=== prod_accum ===
prod_accum, power grid:
The bar under the picture is 20 um long. Pins as bars on the die edge.
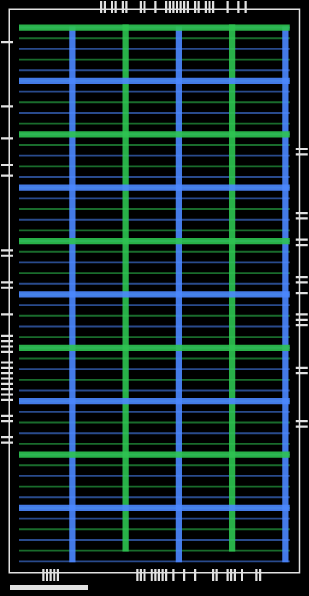

## src/rtl/prod_accum_pkg.sv

```systemverilog
// Shared types and default widths for the product accumulation stage.
package prod_accum_pkg;

  localparam int BWOP_DEF = 32;
  localparam int ACCW_DEF = 40;
  localparam int CNTW_DEF = 8;

  typedef enum logic [1:0] {
    IDLE = 2'd0,
    ACC  = 2'd1,
    HOLD = 2'd2
  } state_e;

endpackage : prod_accum_pkg

```

## src/rtl/prod_accum.sv

```systemverilog
// Sums a programmed number of unsigned products into a wide accumulator and
// hands the result downstream over valid/ready, flagging any carry out.
module prod_accum
  import prod_accum_pkg::*;
#(
  parameter int BWOP = BWOP_DEF,
  parameter int ACCW = ACCW_DEF,
  parameter int CNTW = CNTW_DEF
) (
  input  logic            clk,
  input  logic            rst_n,
  input  logic            start,
  input  logic [CNTW-1:0] len,
  input  logic            abort,
  input  logic            in_valid,
  output logic            in_ready,
  input  logic [BWOP-1:0] in_data,
  output logic            out_valid,
  input  logic            out_ready,
  output logic [ACCW-1:0] out_data,
  output logic            out_ovf,
  output logic            busy
);

  state_e          r_state;
  state_e          w_next;
  logic [ACCW-1:0] r_acc;
  logic            r_ovf;
  logic [CNTW-1:0] r_rem;
  logic            w_take;
  logic [ACCW:0]   w_sum;

  assign w_take = (r_state == ACC) && in_valid;
  // One extra bit captures the carry out of the accumulator.
  assign w_sum  = {1'b0, r_acc} + {{(ACCW + 1 - BWOP){1'b0}}, in_data};

  // NOTE: sequential state uses non-blocking assignments and an asynchronous
  // reset so every register reads 0 the moment rst_n falls.
  always_ff @(posedge clk or negedge rst_n) begin
    if (!rst_n) r_state <= IDLE;
    else        r_state <= w_next;
  end

  // NOTE: w_next gets a default before any branch so no latch is inferred.
  always_comb begin
    w_next = r_state;
    if (abort) begin
      w_next = IDLE;
    end else begin
      unique case (r_state)
        IDLE: if (start) w_next = (len == '0) ? HOLD : ACC;
        ACC:  if (w_take && (r_rem == CNTW'(1))) w_next = HOLD;
        HOLD: if (out_ready) w_next = IDLE;
        default: w_next = IDLE;
      endcase
    end
  end

  always_ff @(posedge clk or negedge rst_n) begin
    if (!rst_n) begin
      r_acc <= '0;
      r_ovf <= 1'b0;
      r_rem <= '0;
    end else if (abort) begin
      r_acc <= '0;
      r_ovf <= 1'b0;
      r_rem <= '0;
    end else if ((r_state == IDLE) && start) begin
      r_acc <= '0;
      r_ovf <= 1'b0;
      r_rem <= len;
    end else if (w_take) begin
      r_acc <= w_sum[ACCW-1:0];
      r_ovf <= r_ovf | w_sum[ACCW];
      r_rem <= r_rem - CNTW'(1);
    end
  end

  assign in_ready  = (r_state == ACC);
  assign out_valid = (r_state == HOLD);
  assign busy      = (r_state != IDLE);
  assign out_data  = r_acc;
  assign out_ovf   = r_ovf;

endmodule : prod_accum

```

## config.mk

```make
export PLATFORM = sky130hd
export DESIGN_NAME = prod_accum
export DESIGN_NICKNAME = d
export VERILOG_FILES = /design/src/rtl/prod_accum_pkg.sv /design/src/rtl/prod_accum.sv
export SDC_FILE = /design/constraint.sdc
export NUM_CORES = 1
export LEC_CHECK = 0
export ABC_AREA = 1
export CORE_ASPECT_RATIO = 2
export CORE_MARGIN = 2
export CORE_UTILIZATION = 50
export CTS_BUF_LIST = sky130_fd_sc_hd__clkbuf_8
export CTS_CLUSTER_DIAMETER = 80
export DETAILED_ROUTE_END_ITERATION = 8
export GPL_TIMING_DRIVEN = 0
export PLACE_DENSITY = 0.8
export SLEW_MARGIN = 20
export SYNTH_ARGS = -nofsm -noshare
export SYNTH_HDL_FRONTEND = slang
export SYNTH_SLANG_ARGS = --single-unit
```

## constraint.sdc

```tcl
create_clock -name clk -period 2 [get_ports clk]
set_input_delay 0.2 -clock clk [delete_from_list [all_inputs] [get_ports clk]]
set_output_delay 0.2 -clock clk [all_outputs]
set_load 0.005 [all_outputs]
```

=== locker_code_reg ===
### src/rtl/locker_code_reg.sv
// Locker entry register: shifts digits in, backspaces, checks/reprograms a key; LOCKOUT_EN adds fail lockout.
// Latency: every output is registered and valid one C edge after the command; Qn is ~Q combinationally.
// Backpressure: none; commands are level-sampled each edge, EN when FULL / BKSP when empty are dropped.
module locker_code_reg #(
    parameter int                           DIGIT_W  = 4,
    parameter int                           DIGITS   = 4,
    parameter logic [DIGIT_W*DIGITS-1:0]    CODE     = 16'h2418,
    parameter int                           MAX_FAIL = 3,
    parameter int                           LOCK_CYC = 16
) (
    input  logic                            C,
    input  logic                            CLR,
    input  logic                            EN,
    input  logic [DIGIT_W-1:0]              D,
    input  logic                            BKSP,
    input  logic                            CHECK,
    input  logic                            SET,
    output logic [DIGIT_W*DIGITS-1:0]       Q,
    output logic [DIGIT_W*DIGITS-1:0]       Qn,
    output logic [$clog2(DIGITS+1)-1:0]     CNT,
    output logic                            FULL,
    output logic                            OK,
    output logic                            FAIL,
    output logic                            LOCKED
);

    localparam int W  = DIGIT_W * DIGITS;
    localparam int CW = $clog2(DIGITS + 1);

    logic [W-1:0]  q_r;
    logic [W-1:0]  key_r;
    logic [CW-1:0] cnt_r;
    logic          ok_r;
    logic          fail_r;
    logic          full;
    logic          match;
    logic          hold;

    assign full  = (cnt_r == CW'(DIGITS));
    assign match = full && (q_r == key_r);

`ifdef LOCKOUT_EN
    localparam int FW = $clog2(MAX_FAIL + 1);
    localparam int TW = $clog2(LOCK_CYC + 1);

    logic          locked_r;
    logic [FW-1:0] fail_cnt_r;
    logic [TW-1:0] lock_tmr_r;

    // The timer is loaded on the locking edge, so LOCKED stays high for exactly LOCK_CYC edges.
    always_ff @(posedge C or posedge CLR) begin
        if (CLR) begin
            locked_r   <= 1'b0;
            fail_cnt_r <= '0;
            lock_tmr_r <= '0;
        end else if (locked_r) begin
            if (lock_tmr_r == TW'(1)) begin
                locked_r   <= 1'b0;
                lock_tmr_r <= '0;
                fail_cnt_r <= '0;
            end else begin
                lock_tmr_r <= lock_tmr_r - TW'(1);
            end
        end else if (CHECK) begin
            if (match) begin
                fail_cnt_r <= '0;
            end else begin
                fail_cnt_r <= fail_cnt_r + FW'(1);
                if (fail_cnt_r == FW'(MAX_FAIL - 1)) begin
                    locked_r   <= 1'b1;
                    lock_tmr_r <= TW'(LOCK_CYC);
                end
            end
        end
    end

    assign hold   = locked_r;
    assign LOCKED = locked_r;
`else
    logic unused_cfg;

    assign unused_cfg = ^{MAX_FAIL[0], LOCK_CYC[0]};
    assign hold       = 1'b0;
    assign LOCKED     = 1'b0;
`endif

    // Priority CHECK > SET > BKSP > EN; exactly one command acts per edge.
    always_ff @(posedge C or posedge CLR) begin
        if (CLR) begin
            q_r    <= '0;
            key_r  <= CODE;
            cnt_r  <= '0;
            ok_r   <= 1'b0;
            fail_r <= 1'b0;
        end else begin
            ok_r   <= 1'b0;
            fail_r <= 1'b0;
            if (!hold) begin
                if (CHECK) begin
                    ok_r   <= match;
                    fail_r <= !match;
                    q_r    <= '0;
                    cnt_r  <= '0;
                end else if (SET) begin
                    if (full) begin
                        key_r <= q_r;
                        q_r   <= '0;
                        cnt_r <= '0;
                    end
                end else if (BKSP) begin
                    if (cnt_r != '0) begin
                        q_r   <= q_r >> DIGIT_W;
                        cnt_r <= cnt_r - CW'(1);
                    end
                end else if (EN) begin
                    if (!full) begin
                        q_r   <= {q_r[W-DIGIT_W-1:0], D};
                        cnt_r <= cnt_r + CW'(1);
                    end
                end
            end
        end
    end

    assign Q    = q_r;
    assign Qn   = ~q_r;
    assign CNT  = cnt_r;
    assign FULL = full;
    assign OK   = ok_r;
    assign FAIL = fail_r;

endmodule

### config.mk
export PLATFORM = sky130hd
export DESIGN_NAME = locker_code_reg
export DESIGN_NICKNAME = d
export VERILOG_FILES = /design/src/rtl/locker_code_reg.sv
export SDC_FILE = /design/constraint.sdc
export NUM_CORES = 1
export LEC_CHECK = 0
export ABC_CLOCK_PERIOD_IN_PS = 3100
export CELL_PAD_IN_SITES_DETAIL_PLACEMENT = 0
export CELL_PAD_IN_SITES_GLOBAL_PLACEMENT = 1
export CORE_MARGIN = 1
export CORE_UTILIZATION = 39
export DETAILED_ROUTE_END_ITERATION = 10
export PLACE_DENSITY_LB_ADDON = 0.3
export SYNTH_ARGS = -nofsm -noshare
export SYNTH_HDL_FRONTEND = slang
export SYNTH_SLANG_ARGS = --single-unit
### constraint.sdc
create_clock -name C -period 3.1 [get_ports C]
set_clock_uncertainty 0.1 [all_clocks]
set_input_delay 0.465 -clock C [delete_from_list [all_inputs] [get_ports C]]
set_output_delay 0.465 -clock C [all_outputs]
set_load 0.05 [all_outputs]
=== store_register_bank ===
===== src/rtl/store_register_bank.sv =====
// store_register_bank: small bank of WIDTH-bit registers with read-modify-write
// store ops (LOAD/INC/CLR/ADD), one combinational read port and one registered,
// write-first read port. Carry and bad-address events are reported as pulses.

// One storage entry: holds its value unless selected for a write.
module store_register_bank_entry #(
  parameter int WIDTH = 16
) (
  input  logic             clk,
  input  logic             rst_n,
  input  logic             we,
  input  logic [WIDTH-1:0] wdata,
  output logic [WIDTH-1:0] q
);

  // entry register, synchronous clear
  always_ff @(posedge clk) begin
    if (!rst_n)  q <= '0;
    else if (we) q <= wdata;
  end

endmodule

module store_register_bank #(
  parameter int WIDTH = 16,
  parameter int DEPTH = 4,
  parameter int AW    = (DEPTH > 1) ? $clog2(DEPTH) : 1
) (
  input  logic             clk,
  input  logic             rst_n,
  input  logic             st,
  input  logic [1:0]       op,
  input  logic [AW-1:0]    waddr,
  input  logic [WIDTH-1:0] d,
  input  logic [AW-1:0]    raddr_a,
  output logic [WIDTH-1:0] q_a,
  input  logic [AW-1:0]    raddr_b,
  output logic [WIDTH-1:0] q_b,
  output logic             ovf,
  output logic             err
);

  // Address space is padded to a power of two; pad slots read as zero and
  // are flagged out of range, so no magnitude compare against DEPTH is needed.
  localparam int NSLOT = 1 << AW;

  typedef enum logic [1:0] {OP_LOAD, OP_INC, OP_CLR, OP_ADD} op_e;

  typedef struct packed {
    logic             ok;
    logic [AW-1:0]    addr;
    logic [WIDTH-1:0] data;
    logic             carry;
  } wr_t;

  logic [NSLOT-1:0][WIDTH-1:0] slot;
  logic [NSLOT-1:0]            in_range;
  logic [WIDTH-1:0]            cur;
  logic [WIDTH:0]              res;
  wr_t                         wr;

  generate
    for (genvar i = 0; i < NSLOT; i++) begin : g_slot
      if (i < DEPTH) begin : g_entry
        assign in_range[i] = 1'b1;
        store_register_bank_entry #(.WIDTH(WIDTH)) u_entry (
          .clk   (clk),
          .rst_n (rst_n),
          .we    (wr.ok && (wr.addr == AW'(i))),
          .wdata (wr.data),
          .q     (slot[i])
        );
      end else begin : g_pad
        assign in_range[i] = 1'b0;
        assign slot[i]     = '0;
      end
    end
  endgenerate

  assign cur = slot[waddr];
  assign q_a = slot[raddr_a];   // pre-edge value, no bypass

  // op datapath: one extra bit captures the carry of INC/ADD
  always_comb begin
    res = '0;
    case (op_e'(op))
      OP_LOAD: res = {1'b0, d};
      OP_INC:  res = {1'b0, cur} + (WIDTH+1)'(1);
      OP_CLR:  res = '0;
      OP_ADD:  res = {1'b0, cur} + {1'b0, d};
    endcase
  end

  // write request seen by the entries this cycle
  always_comb begin
    wr       = '0;
    wr.ok    = st && in_range[waddr];
    wr.addr  = waddr;
    wr.data  = res[WIDTH-1:0];
    wr.carry = res[WIDTH];   // LOAD/CLR never produce a carry
  end

  // registered read port (write-first) and event pulses
  always_ff @(posedge clk) begin
    if (!rst_n) begin
      q_b <= '0;
      ovf <= 1'b0;
      err <= 1'b0;
    end else begin
      q_b <= (wr.ok && (raddr_b == waddr)) ? wr.data : slot[raddr_b];
      ovf <= wr.ok && wr.carry;
      err <= st && !in_range[waddr];
    end
  end

endmodule


===== config.mk =====
export PLATFORM = sky130hd
export DESIGN_NAME = store_register_bank
export DESIGN_NICKNAME = d
export VERILOG_FILES = /design/src/rtl/store_register_bank.sv
export SDC_FILE = /design/constraint.sdc
export NUM_CORES = 1
export LEC_CHECK = 0
export ABC_AREA = 1
export CAP_MARGIN = 20
export CORE_UTILIZATION = 30
export DETAILED_ROUTE_END_ITERATION = 10
export PLACE_DENSITY = 0.56
export SLEW_MARGIN = 15
export SYNTH_ARGS = -nofsm -noshare
export SYNTH_HDL_FRONTEND = slang
export SYNTH_SLANG_ARGS = --single-unit

===== constraint.sdc =====
create_clock -name clk -period 5.05 [get_ports clk]
set_input_delay 0.505 -clock clk [delete_from_list [all_inputs] [get_ports clk]]
set_output_delay 0.505 -clock clk [all_outputs]
set_load 0.02 [all_outputs]

prod_accum, cell classes on the final placement:
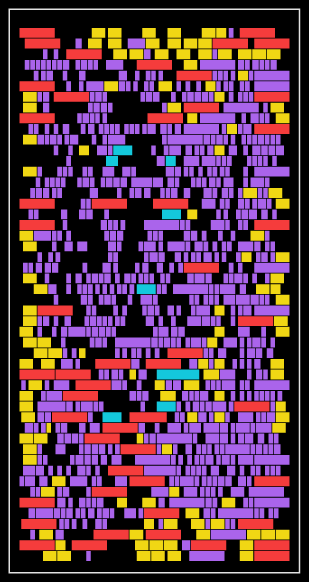
color	class	cells
red	flops	51
cyan	clock drivers and dummy loads	8
purple	combinational and other logic	741
yellow	other buffers and delay cells	122

## Picture notes: 'power grid' of prod_accum
color	net
blue	VSS
green	VDD
met1 rails	51
rows	50
met5 straps	10
signal pins	90
met4 straps	5

==> GITHUB_STEP_SUMMARY, prod_accum <==
### Metrics collected by this job

| Metric | Value |
|---|---|
| Worst-skew pair later-pin latency | `roughly 0.33 ns` |
| Unrepaired setup endpoints after global routing | `true` |
| Nets in the synthesized netlist | `roughly 900` |
| Non-clock buffers, area share | `17.1%` |
| Setup fix buffers added after clock tree synthesis | `6` |
| Outcome | `finished with violations` |
| Commonest cells post-synth | `306 x sky130_fd_sc_hd__nand2_1, 117 x sky130_fd_sc_hd__inv_1, 77 x sky130_fd_sc_hd__nor2_1` |
| Wire length of the first global-routing pass | `24.5 mm` |
| Setup Slack @ Placement | `-0.486 ns` |
| Clock group share of total power | `19.1%` |
| Post-Synth XOR/XNOR Area | `0.181%` |
| Violations in the final reports | `setup timing` |
| Pins Over Slew Limit | `0` |
| Post-route DRC | `0` |
| Number of endpoints failing setup at the final stage | `2` |
| Minimum clock period after layout | `2.04 ns` |
| Dominant cells by area after synthesis | `sky130_fd_sc_hd__dfrtp_1 26%, sky130_fd_sc_hd__nand2_1 24%, sky130_fd_sc_hd__inv_1 9.1%, sky130_fd_sc_hd__ha_1 8.8%, sky130_fd_sc_hd__nor2_1 6.0%` |
| Number of CTS-inserted buffers | `5` |
| First-iteration detailed-routing DRC count | `around 260` |
| Final antenna-violating net count | `0` |
| Worst setup margin | `-0.0365 ns` |
| Non-clock inverter count | `122` |
==> prod_accum: metrics by stage <==
step / setup TNS [ns] / total power [mW] / hold WS (ns) / area [um^2] / std cells
floorplan: 0 / 2.47 / -0.0956 / 4840 / 800
global placement: -58.83 / 3.11 / 0.468 / 5860 / 993
detailed placement: -8.88 / 3.15 / 0.302 / 5860 / 993
CTS: -0.0302 / 4.03 / 0.491 / 6230 / 1008
global route: -0.946 / 4.48 / 0.508 / 6660 / 1026
finish: -0.0613 / 4.21 / 0.447 / 6660 / 1026
==> prod_accum: final timing paths <==
check	start	to	slack (ns)	depth (start not counted)
setup / recovery	out_data[0]	out_data[4]	-0.04	8
hold / removal	rst_n	out_data[8]	0.45	2
setup reg to reg	out_data[0]	out_data[4]	-0.04	8
hold reg to reg	out_ovf	out_ovf	0.53	2
max in group asynchronous	rst_n	out_data[27]	1.02	2
min in group clk	out_ready	r_state[1]	0.50	2
==> prod_accum: metal layers <==
layer | vias to the layer above | routed length [um]
met5 | - | 0
li1 | 2771 | -
met2 | 185 | 9470
met3 | 52 | 548
met4 | 0 | 910
met1 | 2609 | 5940
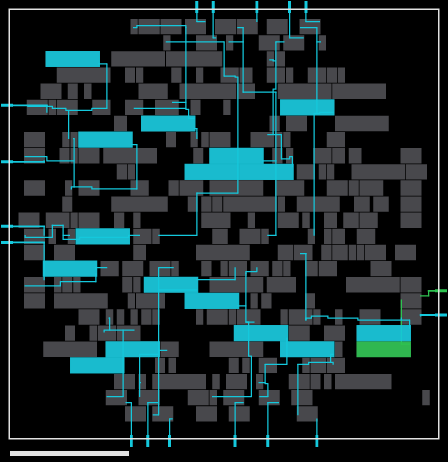
locker_code_reg: I/O nets highlighted
The bar under the picture is 20 um long.
color	port	bits	direction	edge	end cells	buffers	wire
green	OK	1	output	right	1	1	12.3 um
cyan	Q	16	output	6 bottom, 5 top, 4 left, 1 right	16	16	588 um
PortBufs: 47
total I/O pin count: 49

==> GITHUB_STEP_SUMMARY, locker_code_reg <==
### Metrics collected by this job

| Metric | Value |
|---|---|
| Worst-skew pair later-pin latency | `0.28 ns` |
| FP Rows | `25` |
| Multi-input combinational gate total | `129` |
| Floorplan utilization | `40.7%` |
| Count of library flops with an enable pin | `0` |
| Clock root buffer master | `sky130_fd_sc_hd__clkbuf_8` |
| Post-detailed-route via-to-cell ratio | `4.69` |
| Number of clock buffers in the layout | `8` |
| CTS resizes | `0` |
| Number of hold violations in the final report | `0` |
| TritonCTS sink count | `37` |
| Outcome | `finished clean` |
| Post-synthesis mux area share | `11.4%` |
| Setup Slack @ Placement | `0.608 ns` |
| Combinational cell area excluding buffers and inverters | `831 um^2` |
| Worst-case register-to-register setup slack | `around 0.84 ns` |
| Path length in cells of the critical path | `3` |
| Area share of the leading cell type in the synthesized netlist | `43.0%` |
locker_code_reg: routing by layer:
layer | vias up | part of all wire [%] | wire length (um) | GRT usage, %
met5 | - | 0 | 0 | 0
met3 | 5 | 4.0 | 169 | 4.44
met2 | 31 | 47 | 1990 | 27.0
met1 | 692 | 48 | 2000 | 25.0
li1 | 741 | - | - | -
met4 | 0 | 0.98 | 41 | 5.88
locker_code_reg: worst register-to-register path: cells and delay by family (launching register included):
kind | cells | cell delay [ns]
simple gates | 1 | 0.44
flops | 1 | 0.46
mux | 1 | 0.39
buf+inv | 1 | 0.32
compound gates | 2 | 0.44
locker_code_reg: sequential cells by signal, summed over array words and instances, names as in the netlist:
| name | cells |
|---|---|
| key_r | 16 |
| FAIL | 1 |
| CNT | 3 |
| OK | 1 |
| Q | 16 |
locker_code_reg: report_power, final:
| part | leakage [nW] | switching, mW | internal (mW) | total (mW) |
|---|---|---|---|---|
| logic | 0.569 | 0.256 | 0.154 | 0.410 |
| clock network | 0.0395 | 0.156 | 0.160 | 0.316 |
| registers | 0.496 | 0.0336 | 0.523 | 0.557 |
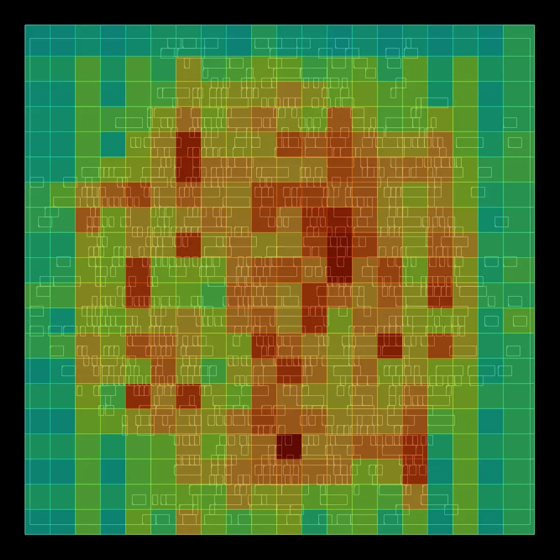
store_register_bank: congestion heat map
average wire per cell in the routed design: 16.9 um
most congested layer reported by global routing: met2
met2 Track Usage GR: 32.7%
combined global-route utilization of all metal layers: 21.2%
met3 GRT Util: 3.85%

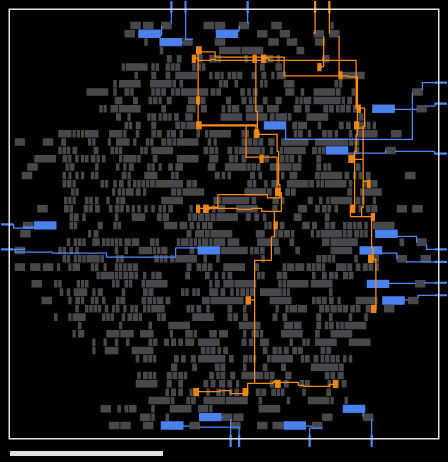
store_register_bank: I/O nets highlighted
The bar under the picture is 50 um long.
color	port	bits	direction	edge	end cells	buffers	wire
orange	raddr_a	2	input	top	27	3	644 um
blue	q_b	16	output	7 right, 4 bottom, 3 top, 2 left	16	16	329 um
PortBufs: 59
total I/O pin count: 61

==> GITHUB_STEP_SUMMARY, store_register_bank <==
### Metrics collected by this job

| Metric | Value |
|---|---|
| Clock Pin Slew Worst Setup and Hold Paths | `about 0.060 ns` |
| Cell taking the most area after synthesis | `sky130_fd_sc_hd__dfxtp_1` |
| First-iteration detailed-routing DRC count | `509` |
| Area added between synthesis and finish | `17.3%` |
| Most common logic cell in the routed design | `sky130_fd_sc_hd__inv_1` |
| Count of library flops with an enable pin | `0` |
| Registers with the most flip-flops | `g_slot.g_entry.u_entry.q: 64 flops, q_b: 16 flops, ovf: 1 flops` |
| Worst stage delay on the critical path | `roughly 0.77 ns` |
| Met1 WL | `between 9 and 10 mm` |
| Storage element area | `around 1600 um^2` |
| Wire length of the first global-routing pass | `around 32 mm` |
| Final net count | `997` |
| Number of endpoints failing setup at the final stage | `0` |
| YS warnings | `0` |
| Met2 routed wirelength | `8.80 mm` |
| Clock root buffer master | `sky130_fd_sc_hd__clkbuf_16` |
| CTS resizes | `0` |
| Outcome | `finished clean` |
| Final std cells w/o fill | `about 1,200` |
| Setup fix buffers added after clock tree synthesis | `0` |
| Met1 GRT Util | `30.1%` |
| WS Path Type | `input pin to output port` |
| Primary flip-flop cell chosen by synthesis mapping | `sky130_fd_sc_hd__dfxtp_1` |
| Post-CTS Hold Buffers | `0` |
| Unrepaired setup endpoints after global routing | `false` |
| Total wire length | `20.0 mm` |
| Top reg by flops | `g_slot.g_entry.u_entry.q` |
store_register_bank: power breakdown:
group	internal (mW)	total, mW	switching (mW)
clock	0.426	0.706	0.280
combinational	0.147	0.411	0.264
sequential	0.677	0.702	0.0250
total	1.25	1.82	0.569
store_register_bank: worst paths after layout:
check | to | cells after the start | slack (ns) | startpoint
setup / recovery | q_a[0] | 5 | 1.43 | raddr_a[1]
hold / removal | g_slot[1].g_entry.u_entry.q[0] | 2 | 0.57 | g_slot[1].g_entry.u_entry.q[0]
setup reg to reg | q_b[9] | 16 | 2.30 | g_slot[3].g_entry.u_entry.q[1]
hold reg to reg | g_slot[1].g_entry.u_entry.q[0] | 2 | 0.57 | g_slot[1].g_entry.u_entry.q[0]
store_register_bank: logic make-up after synthesis:
group / Yosys count / synth area share, %
fa+ha+maj: 17 / 3.87
xor+xnor: 2 / 0.308
buf+inv: 238 / 16.9
flops: 81 / 28.5
simple gates: 309 / 23.4
compound gates: 275 / 26.9
other cells: 1 / 0.0660
store_register_bank: cell type report:
cell class,count,share of cell area [%]
Inverter,189,10.6
Sequential cell,81,24.3
Clock inverter,4,1.05
Clock buffer,10,3.43
Tap cell,229,4.30
Multi-Input combinational cell,604,46.5
Timing Repair Buffer,68,9.79

==> notes/layouts.md <==
Pictures saved along the way, in no particular order.

Placement density heat map.
Plate I
The bar under the picture is 20 um long. The die is cut into 7 by 7 equal tiles; black is low, pale yellow is high, 0 to 100% covered.
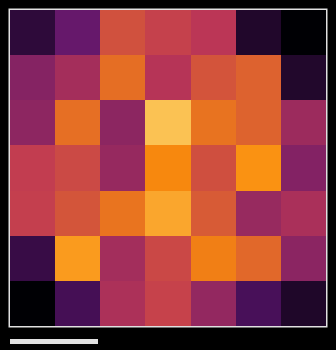
Plate II
The bar under the picture is 50 um long. The die is cut into 14 by 14 equal tiles; black is low, pale yellow is high, 0 to 100% covered.
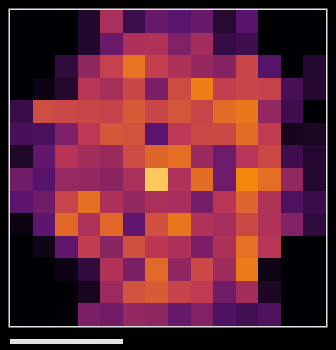
Plate III
The bar under the picture is 20 um long. The die is cut into 7 by 14 equal tiles; black is low, pale yellow is high, 0 to 100% covered.
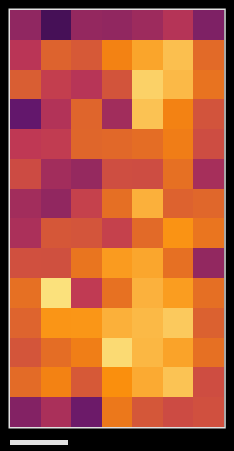
Plate I is locker_code_reg.
Plate II is store_register_bank.
Plate III is prod_accum.
The one with the largest die is Plate II.

Key to Plate II:
nearly empty tiles	17%
fullest tile	88%
tiles over 75% full	0.50%


No activity file was given, so power comes from the tool's default toggle rates.
